==================== s_axi_read_flat
s_axi_read_flat/density.png
12 x 13 tiles, from black (low) to pale yellow (high), 0 to 100% covered.
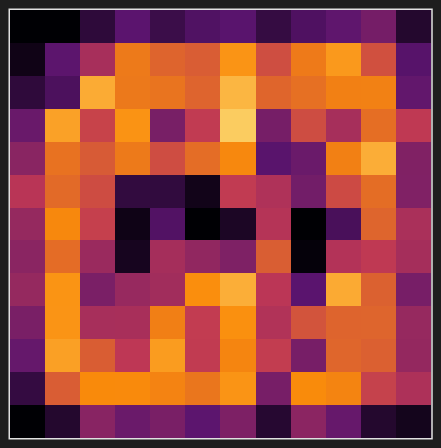

`src/rtl/seq_regmap_pkg.sv`:
```
// Shared register-map definitions for the DFX sequencer AXI-Lite slaves:
// FSM encodings, bank selectors, register offsets and slot-table row packing.
package seq_regmap_pkg;

  typedef enum logic [2:0] {
    ST_IDLE  = 3'b000,
    ST_FETCH = 3'b001,
    ST_RESP  = 3'b010
  } rd_state_e;

  localparam logic [1:0] BANK_SEL_0 = 2'b00;
  localparam logic [1:0] BANK_SEL_1 = 2'b01;

  localparam logic [1:0] RESP_OKAY   = 2'b00;
  localparam logic [1:0] RESP_SLVERR = 2'b10;

  // Bank0 register offsets, decoded on addr[13:6]
  localparam logic [7:0] B0_CONTROL       = 8'h00;
  localparam logic [7:0] B0_STATUS        = 8'h01;
  localparam logic [7:0] B0_CUR_CNT       = 8'h02;
  localparam logic [7:0] B0_END_CNT       = 8'h03;
  localparam logic [7:0] B0_DMA_BASE_ADDR = 8'h04;
  localparam logic [7:0] B0_DFX_CTRL_ADDR = 8'h05;

  // Bank1 field offsets within a slot row, decoded on addr[5:2]
  localparam logic [3:0] B1_SRC_ADDR         = 4'h0;
  localparam logic [3:0] B1_SRC_SIZE         = 4'h1;
  localparam logic [3:0] B1_DES_ADDR         = 4'h2;
  localparam logic [3:0] B1_DES_SIZE         = 4'h3;
  localparam logic [3:0] B1_STATUS           = 4'h4;
  localparam logic [3:0] B1_PROFILE          = 4'h5;
  localparam logic [3:0] B1_LD_MASK          = 4'h6;
  localparam logic [3:0] B1_ST_MASK          = 4'h7;
  localparam logic [3:0] B1_ST_INTR_MASK_ABS = 4'h8;

  localparam int unsigned W_SRC_ADDR         = 32;
  localparam int unsigned W_SRC_SIZE         = 26;
  localparam int unsigned W_DES_ADDR         = 32;
  localparam int unsigned W_DES_SIZE         = 26;
  localparam int unsigned W_STATUS           = 2;
  localparam int unsigned W_PROFILE          = 32;
  localparam int unsigned W_LD_MASK          = 8;
  localparam int unsigned W_ST_MASK          = 8;
  localparam int unsigned W_ST_INTR_MASK_ABS = 8;

  // Row packing: src_addr sits at the LSB, st_intr_mask_abs at the MSB
  localparam int unsigned LSB_SRC_ADDR         = 0;
  localparam int unsigned LSB_SRC_SIZE         = LSB_SRC_ADDR + W_SRC_ADDR;
  localparam int unsigned LSB_DES_ADDR         = LSB_SRC_SIZE + W_SRC_SIZE;
  localparam int unsigned LSB_DES_SIZE         = LSB_DES_ADDR + W_DES_ADDR;
  localparam int unsigned LSB_STATUS           = LSB_DES_SIZE + W_DES_SIZE;
  localparam int unsigned LSB_PROFILE          = LSB_STATUS + W_STATUS;
  localparam int unsigned LSB_LD_MASK          = LSB_PROFILE + W_PROFILE;
  localparam int unsigned LSB_ST_MASK          = LSB_LD_MASK + W_LD_MASK;
  localparam int unsigned LSB_ST_INTR_MASK_ABS = LSB_ST_MASK + W_ST_MASK;

  localparam int unsigned BANK1_ROW_WIDTH = LSB_ST_INTR_MASK_ABS + W_ST_INTR_MASK_ABS;

  function automatic int unsigned max_u(input int unsigned a, input int unsigned b);
    return (a > b) ? a : b;
  endfunction

endpackage

```
`src/rtl/s_axi_read_if.sv`:
```
// AXI4-Lite read channels (AR + R) between the interconnect master and the read slave.
interface s_axi_read_if #(
  parameter int unsigned ADDR_WIDTH = 16,
  parameter int unsigned DATA_WIDTH = 32
);

  logic [ADDR_WIDTH-1:0] S_AXI_ARADDR;
  logic                  S_AXI_ARVALID;
  logic                  S_AXI_ARREADY;
  logic [DATA_WIDTH-1:0] S_AXI_RDATA;
  logic [1:0]            S_AXI_RRESP;
  logic                  S_AXI_RVALID;
  logic                  S_AXI_RREADY;

  modport master (
    output S_AXI_ARADDR,
    output S_AXI_ARVALID,
    input  S_AXI_ARREADY,
    input  S_AXI_RDATA,
    input  S_AXI_RRESP,
    input  S_AXI_RVALID,
    output S_AXI_RREADY
  );

  modport slave (
    input  S_AXI_ARADDR,
    input  S_AXI_ARVALID,
    output S_AXI_ARREADY,
    output S_AXI_RDATA,
    output S_AXI_RRESP,
    output S_AXI_RVALID,
    input  S_AXI_RREADY
  );

endinterface

```
`src/rtl/seq_rd_decode.sv`:
```
// Combinational read decode: maps a latched address onto a bank0 register or a bank1
// slot-row field, zero-extended/truncated to the bus width, with SLVERR for holes.
module seq_rd_decode
  import seq_regmap_pkg::*;
#(
  parameter int unsigned ADDR_WIDTH          = 16,
  parameter int unsigned DATA_WIDTH          = 32,
  parameter int unsigned GLOB_ADDR_WIDTH     = 32,
  parameter int unsigned BANK1_INDEX_WIDTH   = 3,
  parameter int unsigned BANK0_CONTROL_WIDTH = 4,
  parameter int unsigned BANK0_STATUS_WIDTH  = 4
) (
  input  logic [ADDR_WIDTH-1:0]          addr_i,
  input  logic [BANK1_ROW_WIDTH-1:0]     row_i,
  input  logic [BANK0_CONTROL_WIDTH-1:0] control_i,
  input  logic [BANK0_STATUS_WIDTH-1:0]  status_i,
  input  logic [BANK1_INDEX_WIDTH-1:0]   cur_cnt_i,
  input  logic [BANK1_INDEX_WIDTH-1:0]   end_cnt_i,
  input  logic [GLOB_ADDR_WIDTH-1:0]     dma_base_addr_i,
  input  logic [GLOB_ADDR_WIDTH-1:0]     dfx_ctrl_addr_i,
  output logic [DATA_WIDTH-1:0]          data_o,
  output logic [1:0]                     resp_o,
  output logic                           status_hit_o
);

  // Staging vector wide enough for any source; the bus takes its low DATA_WIDTH bits.
  localparam int unsigned WideW = max_u(max_u(DATA_WIDTH, GLOB_ADDR_WIDTH),
                                        max_u(32, max_u(BANK0_CONTROL_WIDTH,
                                                        BANK0_STATUS_WIDTH)));

  logic [WideW-1:0] val;
  logic             err;

  logic unused_addr_lsbs;
  assign unused_addr_lsbs = ^addr_i[1:0];

  always_comb begin
    val          = '0;
    err          = 1'b0;
    status_hit_o = 1'b0;
    case (addr_i[15:14])
      BANK_SEL_0: begin
        case (addr_i[13:6])
          B0_CONTROL:       val[BANK0_CONTROL_WIDTH-1:0] = control_i;
          B0_STATUS: begin
            val[BANK0_STATUS_WIDTH-1:0] = status_i;
            status_hit_o                = 1'b1;
          end
          B0_CUR_CNT:       val[BANK1_INDEX_WIDTH-1:0] = cur_cnt_i;
          B0_END_CNT:       val[BANK1_INDEX_WIDTH-1:0] = end_cnt_i;
          B0_DMA_BASE_ADDR: val[GLOB_ADDR_WIDTH-1:0]   = dma_base_addr_i;
          B0_DFX_CTRL_ADDR: val[GLOB_ADDR_WIDTH-1:0]   = dfx_ctrl_addr_i;
          default:          err = 1'b1;
        endcase
      end
      BANK_SEL_1: begin
        // Row bits above the index select slots that do not exist
        if (addr_i[13:BANK1_INDEX_WIDTH+6] != '0) begin
          err = 1'b1;
        end else begin
          case (addr_i[5:2])
            B1_SRC_ADDR:  val[W_SRC_ADDR-1:0] = row_i[LSB_SRC_ADDR +: W_SRC_ADDR];
            B1_SRC_SIZE:  val[W_SRC_SIZE-1:0] = row_i[LSB_SRC_SIZE +: W_SRC_SIZE];
            B1_DES_ADDR:  val[W_DES_ADDR-1:0] = row_i[LSB_DES_ADDR +: W_DES_ADDR];
            B1_DES_SIZE:  val[W_DES_SIZE-1:0] = row_i[LSB_DES_SIZE +: W_DES_SIZE];
            B1_STATUS:    val[W_STATUS-1:0]   = row_i[LSB_STATUS +: W_STATUS];
            B1_PROFILE:   val[W_PROFILE-1:0]  = row_i[LSB_PROFILE +: W_PROFILE];
            B1_LD_MASK:   val[W_LD_MASK-1:0]  = row_i[LSB_LD_MASK +: W_LD_MASK];
            B1_ST_MASK:   val[W_ST_MASK-1:0]  = row_i[LSB_ST_MASK +: W_ST_MASK];
            B1_ST_INTR_MASK_ABS:
              val[W_ST_INTR_MASK_ABS-1:0] = row_i[LSB_ST_INTR_MASK_ABS +: W_ST_INTR_MASK_ABS];
            default:      err = 1'b1;
          endcase
        end
      end
      default: err = 1'b1;
    endcase
    data_o = val[DATA_WIDTH-1:0];
    resp_o = err ? RESP_SLVERR : RESP_OKAY;
  end

endmodule

```
`src/rtl/s_axi_read.sv`:
```
// AXI4-Lite read slave for the DFX sequencer register map: IDLE -> FETCH -> RESP,
// one outstanding read, registered RDATA/RRESP, status read-to-clear pulse.
module s_axi_read
  import seq_regmap_pkg::*;
#(
  parameter int unsigned ADDR_WIDTH          = 16,
  parameter int unsigned DATA_WIDTH          = 32,
  parameter int unsigned GLOB_ADDR_WIDTH     = 32,
  parameter int unsigned BANK1_INDEX_WIDTH   = 3,
  parameter int unsigned BANK0_CONTROL_WIDTH = 4,
  parameter int unsigned BANK0_STATUS_WIDTH  = 4
) (
  input  logic                           clk,
  input  logic                           reset,
  s_axi_read_if.slave                    s_axi,
  output logic [BANK1_INDEX_WIDTH-1:0]   ext_bank1_rd_index,
  input  logic [BANK1_ROW_WIDTH-1:0]     ext_bank1_rd_row,
  input  logic [BANK0_CONTROL_WIDTH-1:0] ext_bank0_control,
  input  logic [BANK0_STATUS_WIDTH-1:0]  ext_bank0_status,
  input  logic [BANK1_INDEX_WIDTH-1:0]   ext_bank0_curCnt,
  input  logic [BANK1_INDEX_WIDTH-1:0]   ext_bank0_endCnt,
  input  logic [GLOB_ADDR_WIDTH-1:0]     ext_bank0_dmaBaseAddr,
  input  logic [GLOB_ADDR_WIDTH-1:0]     ext_bank0_dfxCtrlAddr,
  output logic                           ext_bank0_status_rd
);

  rd_state_e             state_q, state_d;
  logic [ADDR_WIDTH-1:0] rd_addr_q, rd_addr_d;
  logic [DATA_WIDTH-1:0] rdata_q, rdata_d;
  logic [1:0]            rresp_q, rresp_d;

  logic [DATA_WIDTH-1:0] dec_data;
  logic [1:0]            dec_resp;
  logic                  dec_status_hit;

  seq_rd_decode #(
    .ADDR_WIDTH          (ADDR_WIDTH),
    .DATA_WIDTH          (DATA_WIDTH),
    .GLOB_ADDR_WIDTH     (GLOB_ADDR_WIDTH),
    .BANK1_INDEX_WIDTH   (BANK1_INDEX_WIDTH),
    .BANK0_CONTROL_WIDTH (BANK0_CONTROL_WIDTH),
    .BANK0_STATUS_WIDTH  (BANK0_STATUS_WIDTH)
  ) u_decode (
    .addr_i          (rd_addr_q),
    .row_i           (ext_bank1_rd_row),
    .control_i       (ext_bank0_control),
    .status_i        (ext_bank0_status),
    .cur_cnt_i       (ext_bank0_curCnt),
    .end_cnt_i       (ext_bank0_endCnt),
    .dma_base_addr_i (ext_bank0_dmaBaseAddr),
    .dfx_ctrl_addr_i (ext_bank0_dfxCtrlAddr),
    .data_o          (dec_data),
    .resp_o          (dec_resp),
    .status_hit_o    (dec_status_hit)
  );

  always_ff @(posedge clk or negedge reset) begin
    if (!reset) begin
      state_q   <= ST_IDLE;
      rd_addr_q <= '0;
      rdata_q   <= '0;
      rresp_q   <= RESP_OKAY;
    end else begin
      state_q   <= state_d;
      rd_addr_q <= rd_addr_d;
      rdata_q   <= rdata_d;
      rresp_q   <= rresp_d;
    end
  end

  always_comb begin
    state_d   = state_q;
    rd_addr_d = rd_addr_q;
    rdata_d   = rdata_q;
    rresp_d   = rresp_q;
    case (state_q)
      ST_IDLE: begin
        if (s_axi.S_AXI_ARVALID) begin
          rd_addr_d = s_axi.S_AXI_ARADDR;
          state_d   = ST_FETCH;
        end
      end
      // Bank contents are sampled here only; RDATA is frozen for the rest of the read
      ST_FETCH: begin
        rdata_d = dec_data;
        rresp_d = dec_resp;
        state_d = ST_RESP;
      end
      ST_RESP: begin
        if (s_axi.S_AXI_RREADY) begin
          state_d = ST_IDLE;
        end
      end
      default: state_d = ST_IDLE;
    endcase
  end

  always_comb begin
    s_axi.S_AXI_ARREADY = (state_q == ST_IDLE);
    s_axi.S_AXI_RVALID  = (state_q == ST_RESP);
    s_axi.S_AXI_RDATA   = rdata_q;
    s_axi.S_AXI_RRESP   = rresp_q;
    ext_bank0_status_rd = (state_q == ST_FETCH) && dec_status_hit;
  end

  assign ext_bank1_rd_index = rd_addr_q[BANK1_INDEX_WIDTH+5:6];

endmodule

```
`src/flat_wrapper.sv`:
```
// flat-port wrapper written by rule: the top's interface ports become plain ports
module s_axi_read_flat import seq_regmap_pkg::*;
#(
  parameter int unsigned ADDR_WIDTH          = 16,
  parameter int unsigned DATA_WIDTH          = 32,
  parameter int unsigned GLOB_ADDR_WIDTH     = 32,
  parameter int unsigned BANK1_INDEX_WIDTH   = 3,
  parameter int unsigned BANK0_CONTROL_WIDTH = 4,
  parameter int unsigned BANK0_STATUS_WIDTH  = 4
)
  (clk, reset, ext_bank1_rd_index, ext_bank1_rd_row, ext_bank0_control, ext_bank0_status, ext_bank0_curCnt, ext_bank0_endCnt, ext_bank0_dmaBaseAddr, ext_bank0_dfxCtrlAddr, ext_bank0_status_rd, s_axi_S_AXI_ARADDR, s_axi_S_AXI_ARVALID, s_axi_S_AXI_ARREADY, s_axi_S_AXI_RDATA, s_axi_S_AXI_RRESP, s_axi_S_AXI_RVALID, s_axi_S_AXI_RREADY);
  s_axi_read_if #(.ADDR_WIDTH(ADDR_WIDTH), .DATA_WIDTH(DATA_WIDTH)) s_axi_i ();
  input  logic clk;
  input  logic reset;
  output logic [BANK1_INDEX_WIDTH-1:0] ext_bank1_rd_index;
  input  logic [BANK1_ROW_WIDTH-1:0] ext_bank1_rd_row;
  input  logic [BANK0_CONTROL_WIDTH-1:0] ext_bank0_control;
  input  logic [BANK0_STATUS_WIDTH-1:0] ext_bank0_status;
  input  logic [BANK1_INDEX_WIDTH-1:0] ext_bank0_curCnt;
  input  logic [BANK1_INDEX_WIDTH-1:0] ext_bank0_endCnt;
  input  logic [GLOB_ADDR_WIDTH-1:0] ext_bank0_dmaBaseAddr;
  input  logic [GLOB_ADDR_WIDTH-1:0] ext_bank0_dfxCtrlAddr;
  output logic ext_bank0_status_rd;
  input wire logic [$bits(s_axi_i.S_AXI_ARADDR)-1:0] s_axi_S_AXI_ARADDR;
  input wire logic [$bits(s_axi_i.S_AXI_ARVALID)-1:0] s_axi_S_AXI_ARVALID;
  output wire logic [$bits(s_axi_i.S_AXI_ARREADY)-1:0] s_axi_S_AXI_ARREADY;
  output wire logic [$bits(s_axi_i.S_AXI_RDATA)-1:0] s_axi_S_AXI_RDATA;
  output wire logic [$bits(s_axi_i.S_AXI_RRESP)-1:0] s_axi_S_AXI_RRESP;
  output wire logic [$bits(s_axi_i.S_AXI_RVALID)-1:0] s_axi_S_AXI_RVALID;
  input wire logic [$bits(s_axi_i.S_AXI_RREADY)-1:0] s_axi_S_AXI_RREADY;
  assign s_axi_i.S_AXI_ARADDR = s_axi_S_AXI_ARADDR;
  assign s_axi_i.S_AXI_ARVALID = s_axi_S_AXI_ARVALID;
  assign s_axi_S_AXI_ARREADY = s_axi_i.S_AXI_ARREADY;
  assign s_axi_S_AXI_RDATA = s_axi_i.S_AXI_RDATA;
  assign s_axi_S_AXI_RRESP = s_axi_i.S_AXI_RRESP;
  assign s_axi_S_AXI_RVALID = s_axi_i.S_AXI_RVALID;
  assign s_axi_i.S_AXI_RREADY = s_axi_S_AXI_RREADY;
  s_axi_read #(.ADDR_WIDTH(ADDR_WIDTH), .DATA_WIDTH(DATA_WIDTH), .GLOB_ADDR_WIDTH(GLOB_ADDR_WIDTH), .BANK1_INDEX_WIDTH(BANK1_INDEX_WIDTH), .BANK0_CONTROL_WIDTH(BANK0_CONTROL_WIDTH), .BANK0_STATUS_WIDTH(BANK0_STATUS_WIDTH)) u_core (.clk(clk), .reset(reset), .s_axi(s_axi_i), .ext_bank1_rd_index(ext_bank1_rd_index), .ext_bank1_rd_row(ext_bank1_rd_row), .ext_bank0_control(ext_bank0_control), .ext_bank0_status(ext_bank0_status), .ext_bank0_curCnt(ext_bank0_curCnt), .ext_bank0_endCnt(ext_bank0_endCnt), .ext_bank0_dmaBaseAddr(ext_bank0_dmaBaseAddr), .ext_bank0_dfxCtrlAddr(ext_bank0_dfxCtrlAddr), .ext_bank0_status_rd(ext_bank0_status_rd));
endmodule
```
`config.mk`:
```
export PLATFORM = sky130hd
export DESIGN_NAME = s_axi_read_flat
export DESIGN_NICKNAME = d
export VERILOG_FILES = /design/src/rtl/seq_regmap_pkg.sv /design/src/rtl/s_axi_read_if.sv /design/src/rtl/seq_rd_decode.sv /design/src/rtl/s_axi_read.sv /design/src/flat_wrapper.sv
export SDC_FILE = /design/constraint.sdc
export NUM_CORES = 1
export LEC_CHECK = 0
export CORE_AREA = 4 4 120 122
export DETAILED_ROUTE_END_ITERATION = 16
export DIE_AREA = 0 0 124 126
export PLACE_DENSITY_LB_ADDON = 0.2
export SYNTH_ARGS = -nofsm -noshare
export SYNTH_HDL_FRONTEND = slang
export SYNTH_HIERARCHICAL = 1
export SYNTH_SLANG_ARGS = --single-unit
```
`constraint.sdc`:
```
create_clock -name clk -period 5.4 [get_ports clk]
set_input_delay 1.08 -clock clk [delete_from_list [all_inputs] [get_ports clk]]
set_output_delay 1.08 -clock clk [all_outputs]
set_load 0.1 [all_outputs]
```
==================== accel_spi_reader
[config.mk]
export PLATFORM = sky130hd
export DESIGN_NAME = accel_spi_reader
export DESIGN_NICKNAME = d
export VERILOG_FILES = /design/src/rtl/accel_spi_reader.sv
export SDC_FILE = /design/constraint.sdc
export NUM_CORES = 1
export LEC_CHECK = 0
export ABC_AREA = 1
export CELL_PAD_IN_SITES_DETAIL_PLACEMENT = 0
export CELL_PAD_IN_SITES_GLOBAL_PLACEMENT = 1
export CORE_ASPECT_RATIO = 1.25
export CORE_UTILIZATION = 30
export DETAILED_ROUTE_END_ITERATION = 6
export PLACE_DENSITY = 0.65
export SLEW_MARGIN = 5
export SYNTH_ARGS = -nofsm -noshare
export SYNTH_HDL_FRONTEND = slang
export SYNTH_SLANG_ARGS = --single-unit
[constraint.sdc]
create_clock -name clk -period 2 [get_ports clk]
set_clock_uncertainty 0.1 [all_clocks]
set_input_delay 0.3 -clock clk [delete_from_list [all_inputs] [get_ports clk]]
set_output_delay 0.3 -clock clk [all_outputs]
set_load 0.02 [all_outputs]
[src/rtl/accel_spi_reader.sv]
// SPI mode-0 master for an ADXL362-class accelerometer. It switches the sensor to measure
// mode once, then reads the 8-bit X/Y data registers on every sample tick.
module accel_spi_reader #(
  parameter int unsigned CLK_DIV        = 5,
  parameter int unsigned STARTUP_CYCLES = 250000,
  parameter int unsigned SAMPLE_PERIOD  = 500000
) (
  input  logic       clk,
  input  logic       arst_n,
  output logic       o_sclk,
  output logic       o_mosi,
  output logic       o_cs_n,
  input  logic       i_miso,
  output logic [7:0] o_accel_x,
  output logic [7:0] o_accel_y,
  output logic       o_valid,
  output logic       o_ready
);

  localparam int unsigned DivW   = (CLK_DIV > 1) ? $clog2(CLK_DIV) : 1;
  localparam int unsigned StartW = (STARTUP_CYCLES > 1) ? $clog2(STARTUP_CYCLES) : 1;
  localparam int unsigned SmpW   = (SAMPLE_PERIOD > 1) ? $clog2(SAMPLE_PERIOD) : 1;

  localparam logic [31:0] InitFrame = 32'h0A2D_0200;
  localparam logic [31:0] ReadFrame = 32'h0B08_0000;

  typedef enum logic [2:0] {StStartup, StInit, StIdle, StRead, StGap} state_e;

  state_e            state_q, state_d;
  logic [DivW-1:0]   div_q, div_d;
  logic [6:0]        half_q, half_d;
  logic [StartW-1:0] start_q, start_d;
  logic [SmpW-1:0]   smp_q, smp_d;
  logic [31:0]       tx_q, tx_d;
  logic [15:0]       rx_q, rx_d;
  logic              sclk_q, sclk_d;
  logic              cs_n_q, cs_n_d;
  logic              last_rd_q, last_rd_d;
  logic [7:0]        ax_q, ax_d, ay_q, ay_d;
  logic              valid_q, valid_d;
  logic              ready_q, ready_d;
  logic              tick;
  logic [6:0]        last_half;

  always_comb begin
    state_d   = state_q;
    div_d     = div_q;
    half_d    = half_q;
    start_d   = start_q;
    smp_d     = smp_q;
    tx_d      = tx_q;
    rx_d      = rx_q;
    sclk_d    = sclk_q;
    cs_n_d    = cs_n_q;
    last_rd_d = last_rd_q;
    ax_d      = ax_q;
    ay_d      = ay_q;
    valid_d   = 1'b0;
    ready_d   = ready_q;

    // Half-periods 0..2N: setup, N high/low pairs, and the final low half acts as the hold.
    last_half = (state_q == StRead) ? 7'd64 : 7'd48;
    tick      = ready_q && (smp_q == SmpW'(SAMPLE_PERIOD - 1));
    if (ready_q) begin
      smp_d = tick ? '0 : smp_q + 1'b1;
    end

    case (state_q)
      StStartup: begin
        if (start_q == StartW'(STARTUP_CYCLES - 1)) begin
          state_d = StInit;
          cs_n_d  = 1'b0;
          tx_d    = InitFrame;
          div_d   = '0;
          half_d  = '0;
        end else begin
          start_d = start_q + 1'b1;
        end
      end
      StInit, StRead: begin
        if (div_q == DivW'(CLK_DIV - 1)) begin
          div_d = '0;
          if (half_q == last_half) begin
            cs_n_d    = 1'b1;
            sclk_d    = 1'b0;
            tx_d      = '0;
            state_d   = StGap;
            last_rd_d = (state_q == StRead);
            if (state_q == StInit) begin
              ready_d = 1'b1;
            end
          end else if (!half_q[0]) begin
            sclk_d = 1'b1;
            rx_d   = {rx_q[14:0], i_miso};
            half_d = half_q + 7'd1;
          end else begin
            sclk_d = 1'b0;
            tx_d   = {tx_q[30:0], 1'b0};
            half_d = half_q + 7'd1;
          end
        end else begin
          div_d = div_q + 1'b1;
        end
      end
      StGap: begin
        if ((div_q == '0) && last_rd_q) begin
          ax_d      = rx_q[15:8];
          ay_d      = rx_q[7:0];
          valid_d   = 1'b1;
          last_rd_d = 1'b0;
        end
        if (div_q == DivW'(CLK_DIV - 1)) begin
          div_d   = '0;
          state_d = StIdle;
        end else begin
          div_d = div_q + 1'b1;
        end
      end
      StIdle: begin
        if (tick) begin
          state_d = StRead;
          cs_n_d  = 1'b0;
          tx_d    = ReadFrame;
          div_d   = '0;
          half_d  = '0;
        end
      end
      default: state_d = StStartup;
    endcase
  end

  always_ff @(posedge clk) begin
    if (!arst_n) begin
      state_q   <= StStartup;
      div_q     <= '0;
      half_q    <= '0;
      start_q   <= '0;
      smp_q     <= '0;
      tx_q      <= '0;
      rx_q      <= '0;
      sclk_q    <= 1'b0;
      cs_n_q    <= 1'b1;
      last_rd_q <= 1'b0;
      ax_q      <= '0;
      ay_q      <= '0;
      valid_q   <= 1'b0;
      ready_q   <= 1'b0;
    end else begin
      state_q   <= state_d;
      div_q     <= div_d;
      half_q    <= half_d;
      start_q   <= start_d;
      smp_q     <= smp_d;
      tx_q      <= tx_d;
      rx_q      <= rx_d;
      sclk_q    <= sclk_d;
      cs_n_q    <= cs_n_d;
      last_rd_q <= last_rd_d;
      ax_q      <= ax_d;
      ay_q      <= ay_d;
      valid_q   <= valid_d;
      ready_q   <= ready_d;
    end
  end

  assign o_sclk    = sclk_q;
  assign o_mosi    = tx_q[31];
  assign o_cs_n    = cs_n_q;
  assign o_accel_x = ax_q;
  assign o_accel_y = ay_q;
  assign o_valid   = valid_q;
  assign o_ready   = ready_q;

endmodule

==================== uart_rx_mmio
<file path="src/rtl/uart_rx_mmio.sv">
// 8N1 serial receiver with a small byte FIFO, read over the core's memory bus (data at BASE_ADDR, status at +4).
// Read data is registered one cycle after the request; a full FIFO drops new bytes and flags overrun.
module uart_rx_mmio #(
    parameter logic [31:0] BASE_ADDR = 32'h1000_0000,
    parameter int          CLK_DIV   = 100,
    parameter int          FIFO_LOG2 = 3
) (
    input  logic        clk,
    input  logic        rst,
    input  logic        rx,
    input  logic        mem_valid,
    input  logic        mem_write,
    input  logic [3:0]  mem_wmask,
    input  logic [31:0] mem_wdata,
    input  logic [31:0] mem_addr,
    output logic [31:0] mem_rdata,
    output logic        irq
);
    localparam int              DEPTH   = 1 << FIFO_LOG2;
    localparam logic [15:0]     HALF_LD = 16'(CLK_DIV / 2 - 1);
    localparam logic [15:0]     BIT_LD  = 16'(CLK_DIV - 1);
    localparam logic [FIFO_LOG2:0] PTR_ONE = (FIFO_LOG2 + 1)'(1);

    typedef enum logic [2:0] {S_IDLE, S_START, S_DATA, S_STOP, S_BREAK} state_t;

    logic                 rx_meta_q, rx_s_q;
    state_t               state_q;
    logic [15:0]          cnt_q;
    logic [2:0]           idx_q;
    logic [7:0]           shreg_q;
    logic [FIFO_LOG2:0]   wptr_q, rptr_q;
    logic [7:0]           fifo_mem [DEPTH];
    logic                 overrun_q, overrun_d;
    logic                 frame_err_q, frame_err_d;
    logic [31:0]          rdata_q, rdata_d;

    logic tick, push_ev, ferr_ev, empty, full;
    logic sel, rd_data, rd_stat, wr_stat, pop, do_push, ovf_ev;
    logic [7:0] head;

    always_ff @(posedge clk or posedge rst) begin
        if (rst) begin
            rx_meta_q <= 1'b1;
            rx_s_q    <= 1'b1;
        end else begin
            rx_meta_q <= rx;
            rx_s_q    <= rx_meta_q;
        end
    end

    assign tick    = (cnt_q == 16'd0);
    assign push_ev = (state_q == S_STOP) && tick && rx_s_q;
    assign ferr_ev = (state_q == S_STOP) && tick && !rx_s_q;

    always_ff @(posedge clk or posedge rst) begin
        if (rst) begin
            state_q <= S_IDLE;
            cnt_q   <= 16'd0;
            idx_q   <= 3'd0;
            shreg_q <= 8'd0;
        end else begin
            if (state_q != S_IDLE)
                cnt_q <= cnt_q - 16'd1;
            case (state_q)
                S_IDLE: begin
                    if (!rx_s_q) begin
                        cnt_q   <= HALF_LD;
                        state_q <= S_START;
                    end
                end
                S_START: begin
                    if (tick) begin
                        if (rx_s_q) begin
                            state_q <= S_IDLE;
                        end else begin
                            cnt_q   <= BIT_LD;
                            idx_q   <= 3'd0;
                            state_q <= S_DATA;
                        end
                    end
                end
                S_DATA: begin
                    if (tick) begin
                        shreg_q[idx_q] <= rx_s_q;
                        cnt_q          <= BIT_LD;
                        idx_q          <= idx_q + 3'd1;
                        if (idx_q == 3'd7)
                            state_q <= S_STOP;
                    end
                end
                S_STOP: begin
                    if (tick)
                        state_q <= rx_s_q ? S_IDLE : S_BREAK;
                end
                S_BREAK: begin
                    if (rx_s_q)
                        state_q <= S_IDLE;
                end
                default: state_q <= S_IDLE;
            endcase
        end
    end

    assign empty = (wptr_q == rptr_q);
    assign full  = ((wptr_q ^ rptr_q) == {1'b1, {FIFO_LOG2{1'b0}}});
    assign head  = fifo_mem[rptr_q[FIFO_LOG2-1:0]];

    assign sel     = mem_valid && (mem_addr[31:3] == BASE_ADDR[31:3]);
    assign rd_data = sel && !mem_write && !mem_addr[2];
    assign rd_stat = sel && !mem_write && mem_addr[2];
    assign wr_stat = sel && mem_write && mem_addr[2] && mem_wmask[0];
    assign pop     = rd_data && !empty;
    // A pop in the same cycle frees the slot, so a push into a full FIFO still lands.
    assign do_push = push_ev && (!full || pop);
    assign ovf_ev  = push_ev && full && !pop;

    always_ff @(posedge clk or posedge rst) begin
        if (rst) begin
            wptr_q <= '0;
            rptr_q <= '0;
        end else begin
            if (do_push) wptr_q <= wptr_q + PTR_ONE;
            if (pop)     rptr_q <= rptr_q + PTR_ONE;
        end
    end

    always_ff @(posedge clk) begin
        if (do_push)
            fifo_mem[wptr_q[FIFO_LOG2-1:0]] <= shreg_q;
    end

    always_comb begin
        overrun_d = overrun_q;
        if (wr_stat && mem_wdata[1]) overrun_d = 1'b0;
        if (ovf_ev)                  overrun_d = 1'b1;

        frame_err_d = frame_err_q;
        if (wr_stat && mem_wdata[2]) frame_err_d = 1'b0;
        if (ferr_ev)                 frame_err_d = 1'b1;

        rdata_d = 32'd0;
        if (rd_data && !empty)
            rdata_d = {23'd0, 1'b1, head};
        else if (rd_stat)
            rdata_d = {28'd0, full, frame_err_q, overrun_q, !empty};
    end

    always_ff @(posedge clk or posedge rst) begin
        if (rst) begin
            overrun_q   <= 1'b0;
            frame_err_q <= 1'b0;
            rdata_q     <= 32'd0;
        end else begin
            overrun_q   <= overrun_d;
            frame_err_q <= frame_err_d;
            rdata_q     <= rdata_d;
        end
    end

    assign mem_rdata = rdata_q;
    assign irq       = !empty;

    logic unused_ok;
    assign unused_ok = ^{mem_wmask[3:1], mem_wdata[31:3], mem_wdata[0], mem_addr[1:0]};
endmodule

</file>
<file path="config.mk">
export PLATFORM = sky130hd
export DESIGN_NAME = uart_rx_mmio
export DESIGN_NICKNAME = d
export VERILOG_FILES = /design/src/rtl/uart_rx_mmio.sv
export SDC_FILE = /design/constraint.sdc
export NUM_CORES = 1
export LEC_CHECK = 0
export ABC_AREA = 0
export CORE_MARGIN = 5
export CORE_UTILIZATION = 55
export DETAILED_ROUTE_END_ITERATION = 8
export MAX_ROUTING_LAYER = met4
export PLACE_DENSITY = 0.85
export SLEW_MARGIN = 30
export SYNTH_ARGS = -nofsm -noshare
export SYNTH_HDL_FRONTEND = slang
export SYNTH_SLANG_ARGS = --single-unit
</file>
<file path="constraint.sdc">
create_clock -name clk -period 5.7 [get_ports clk]
set_input_delay 0.57 -clock clk [delete_from_list [all_inputs] [get_ports clk]]
set_output_delay 0.57 -clock clk [all_outputs]
set_load 0.02 [all_outputs]
</file>
accel_spi_reader/drive_strength.png
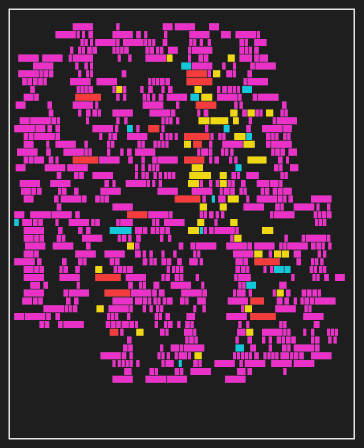
Yellow stands for drive 3 to 4, cells 40, most used buf_4. Magenta stands for drive 1 or less, cells 693, most used nand2_1. Red stands for drive 6 and up, cells 17, most used clkbuf_16. Cyan stands for drive 2, cells 16, most used nand3_2.

==> ci_impl_report.md, accel_spi_reader <==
## Implementation flow summary

| Metric | Value |
|---|---|
| Simple share | `0.306` |
| Crit. End Element | `flip-flop` |
| Top delay family on crit path | `simple AND/OR/NAND/NOR gates` |
| Largest register FFs | `23` |
| Min-Delay Path Class | `input port to flip-flop` |
| Crit path cell chain | `inv_2 > nand2_4 > nor2_4 > nand2_1 > nand2_2 > nand2_4 > nand3_4 > nand4_4 > inv_4 > nor2_1 > nor2_1` |
| # diodes | `0` |
| Hold Crit Start | `arst_n` |
| Comb pwr | `around 0.000084 W` |
| Top cells by area | `dfxtp_1 (43%), nand2_1 (10%), nor2_1 (8.1%)` |
| Status | `finished, final reports clean` |
| Met3 wire length | `roughly 270 um` |
| Initial antenna violation count | `0` |
| Die area | `17700 sq um` |
| CP max FO | `11` |
| Top cells by count, synth | `nand2_1 (144), nor2_1 (112), dfxtp_1 (110)` |
accel_spi_reader: cell type report:
| type | count | area [sq um] | area share |
|---|---|---|---|
| flip-flops and latches | 110 | 2200 | 0.364 |
| multi-input cells | 505 | 2480 | 0.410 |
| repair inverters | 1 | 6.26 | 0.00103 |
| inverters | 86 | 335 | 0.0554 |
| well taps | 220 | 275 | 0.0455 |
| clock buffers | 10 | 239 | 0.0395 |
| clock inverters | 5 | 41.3 | 0.00682 |
| repair buffers | 49 | 470 | 0.0777 |
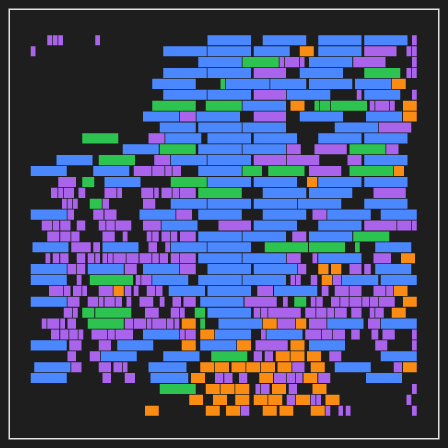
uart_rx_mmio/cell_classes.png
Orange stands for other buffers and delay cells, cells 54, share of their area 8.5%. Green stands for clock drivers and dummy loads, cells 32, share of their area 10%. Purple stands for all other logic, cells 239, share of their area 30%. Blue stands for flops, cells 115, share of their area 52%.

==> ci_impl_report.md, uart_rx_mmio <==
## Implementation flow summary

| Metric | Value |
|---|---|
| Post-synth EDFFs | `64` |
| Switching Fraction | `0.194` |
| Final WL | `between 10 and 15 mm` |
| # diodes | `0` |
| Post-synthesis compound-gate area fraction | `0.0580` |
| Post_cts resized | `0` |
| Drt pass-1 iters | `5` |
| FP Core Util | `0.561` |
| Multi-input gate share of total cell area | `0.285` |
| Initial antenna violation count | `0` |
| Pre-CTS setup slack | `1.89 ns` |
| Clk pwr share | `0.547` |
| Root Driver | `clkbuf_8` |
| M2 GR Usage | `0.351` |
| Pwr dens | `between 300 and 400 nW/um^2` |
| Sequential share of the synthesized area | `0.620` |
| Internal power | `0.00165 W` |
| Status | `finished, final reports clean` |
| Yosys cell types | `approximately 52` |
| Met3 wire length | `between 700 and 800 um` |
| P_sw | `slightly below 0.0004 W` |
| Post-Route M1 WL | `roughly 4.2 mm` |
| Req. time, crit path | `5.92 ns` |
| Clock Sinks | `between 100 and 150` |
| Non-clk buf share | `0.0828` |
| Period utilisation layout | `0.611` |
| Routing usage on met1 | `0.252` |
| GRT overflow | `0` |
| Comb pwr | `a little over 0.00005 W` |
| Simple share | `0.123` |
| Global placer's final weighted congestion | `roughly 0.8` |
| Clock Buffer Count | `18` |
| Seq. pwr | `a little under 0.0009 W` |
| Filler cell count | `612` |
| Most used routing layer | `met2` |
| Chip Height | `between 100 and 150 um` |
| CP bufs+invs | `1` |
| Post-synth top area cell | `edfxtp_1` |
| Core area | `~9200 sq um` |
| Final Power | `around 0.002 W` |
| Critical path class | `flip-flop to flip-flop` |
| Mapped Cells | `~370` |
## uart_rx_mmio: worst paths after layout
path	from	to	depth (start not counted)	slack (ns)
min	rx_meta_q	rx_s_q	0	0.36
max in group asynchronous	rst	idx_q[2]	2	4.75
max reg2reg	cnt_q[3]	fifo_mem[6][5]	6	2.22
max	cnt_q[3]	fifo_mem[6][5]	6	2.22
min in group asynchronous	rst	wptr_q[3]	2	0.51
min reg2reg	rx_meta_q	rx_s_q	0	0.36
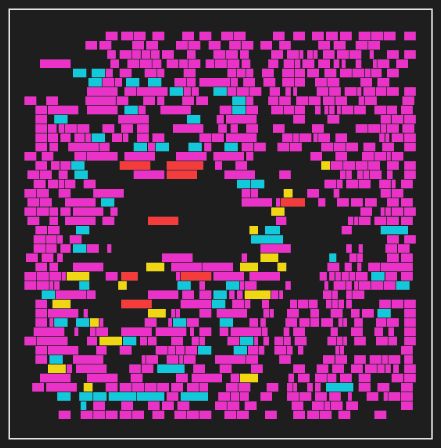
s_axi_read_flat/drive_strength.png
Yellow stands for drive 3 to 4, cells 18. Red stands for drive 6 and up, cells 8, most used clkbuf_16. Cyan stands for drive 2, cells 55, most used mux2_2. Magenta stands for drive 1 or less, cells 621, most used clkdlybuf4s50_1.

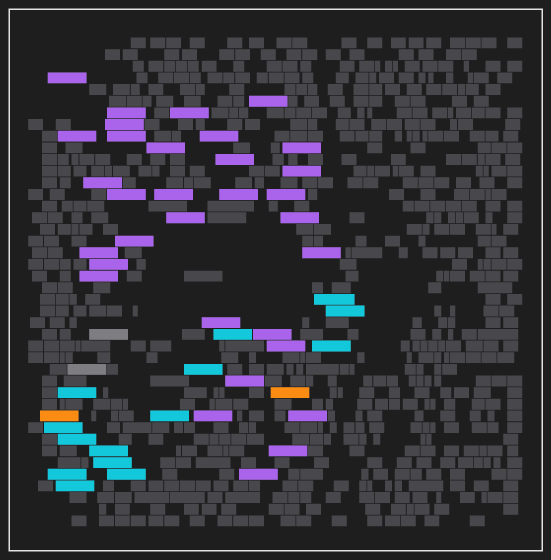
s_axi_read_flat/registers.png
Cyan stands for u_core/rd_addr_q, flops 14. Orange stands for u_core/s_axi.S_AXI_RRESP, flops 2. Purple stands for u_core/s_axi.S_AXI_RDATA, flops 32.

About s_axi_read_flat/density.png:
The fullest tile reaches 89%. 11% of the tiles are over 75% full. 3.8% of the tiles are nearly empty. The mean over all tiles is 46%.

==> ci_impl_report.md, s_axi_read_flat <==
## Implementation flow summary

| Metric | Value |
|---|---|
| DR vias/cell | `between 5 and 6` |
| Worst hold margin | `0.504 ns` |
| First-pass GRT wire length | `roughly 27 mm` |
| Max Fclk | `between 200 and 250 MHz` |
| Flop pwr share | `0.237` |
| Pre-CTS setup slack | `between 1.5 and 2 ns` |
| Clock Sinks | `50` |
| Fin crit period | `just over 4 ns` |
| Max Cap Viol | `0` |
| Crit path cell chain | `nor3_1 > and3b_1 > and4b_1 > inv_1 > nor2_1 > clkdlybuf4s50_1` |
| CP startpoint | `u_core/rd_addr_q[10]` |
| Min-Delay Path Depth | `1` |
| Share of cells above drive strength 1 | `0.115` |
| Ys Warns | `6` |
| Top Ports | `312` |
| # diodes | `0` |
| Seq area share | `0.169` |
| Critical path class | `flip-flop to primary output` |
| Port Buffers | `a little over 300` |
| Pwr dens | `347 nW/um^2` |
| # Taps | `176` |
| Die Span X | `124 um` |
| GRT overflow | `0` |
| Comb pwr | `0.00160 W` |
| Tool warnings | `28` |
| Hold buffers post-CTS | `0` |
| CP max stage cell | `clkdlybuf4s50_1` |
| Hold Crit Start | `u_core/s_axi.S_AXI_RDATA[17]` |
| Internal power | `around 0.0014 W` |
| Filler cell count | `approximately 1200` |
| Drt first-iter violations | `just over 300` |
| Mapped Cells | `424` |
| Post_cts resized | `0` |
| Largest class | `buffers` |
| Critical Path Sink | `ext_bank0_status_rd` |
| Placement Cell Area | `7220 sq um` |
| Setup bufs post-CTS | `0` |
| Reg2reg end | `u_core/s_axi.S_AXI_RDATA[24]` |
| Multi-input gate share of total cell area | `0.351` |
| Clock Buffer Count | `7` |
| Non-clk buf share | `0.425` |
| FP Core Util | `0.313` |
| Mapped cell area | `slightly above 4000 sq um` |
| Flops | `around 50` |
| P_sw | `approximately 0.0012 W` |
| Final instance area | `roughly 7400 sq um` |
| Fin worst setup slack | `1.33 ns` |
| Drt pass-1 iters | `6` |
| Largest register FFs | `32` |
| Startpoint Class | `flip-flop` |
| Area used by multi-input combinational logic | `roughly 2600 sq um` |
| Status | `finished, final reports clean` |
| Logic gate share of total power | `0.622` |
| Vias | `around 4700` |
| Final Max Tran Viols | `0` |
| Number of buffers created by CTS | `5` |
s_axi_read_flat: worst max-delay path: cells and delay by family, from the launching register on:
family	cells	cell delay [ns]
AND/OR/NAND/NOR	4	1.11
flip-flops	1	0.38
buffers and inverters	2	1.22
s_axi_read_flat: routing by layer:
metal	track usage	up-vias	share of wire
li1	-	2205	-
met4	0.0644	0	0.022
met5	0	-	0
met2	0.393	232	0.50
met1	0.278	2231	0.40
met3	0.0466	30	0.085

## Gallery

Track usage over the die.
image #1
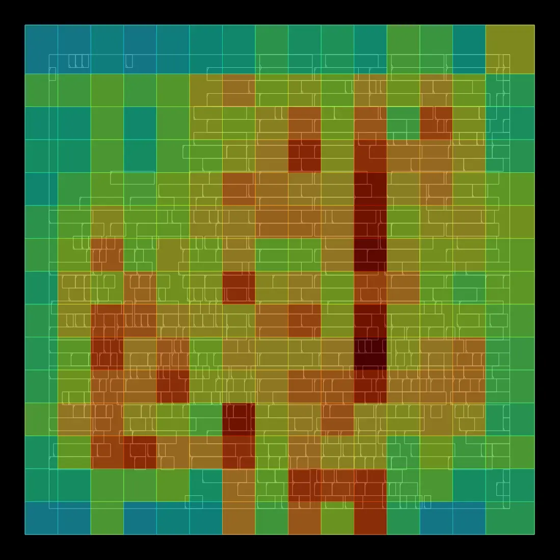
image #2
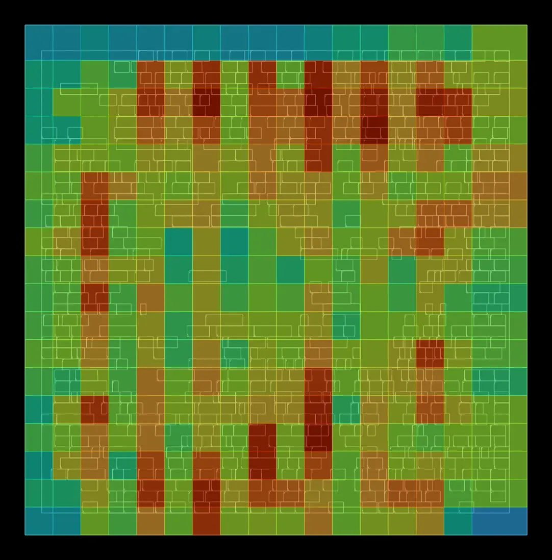
image #3
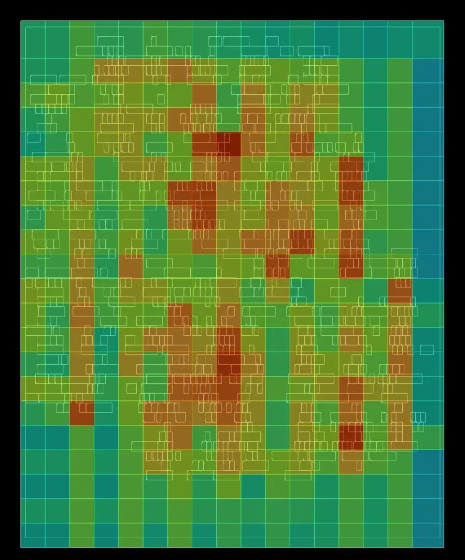
- s_axi_read_flat = image #2
- uart_rx_mmio = image #1
- accel_spi_reader = image #3


Power and IR drop assume default switching activity.
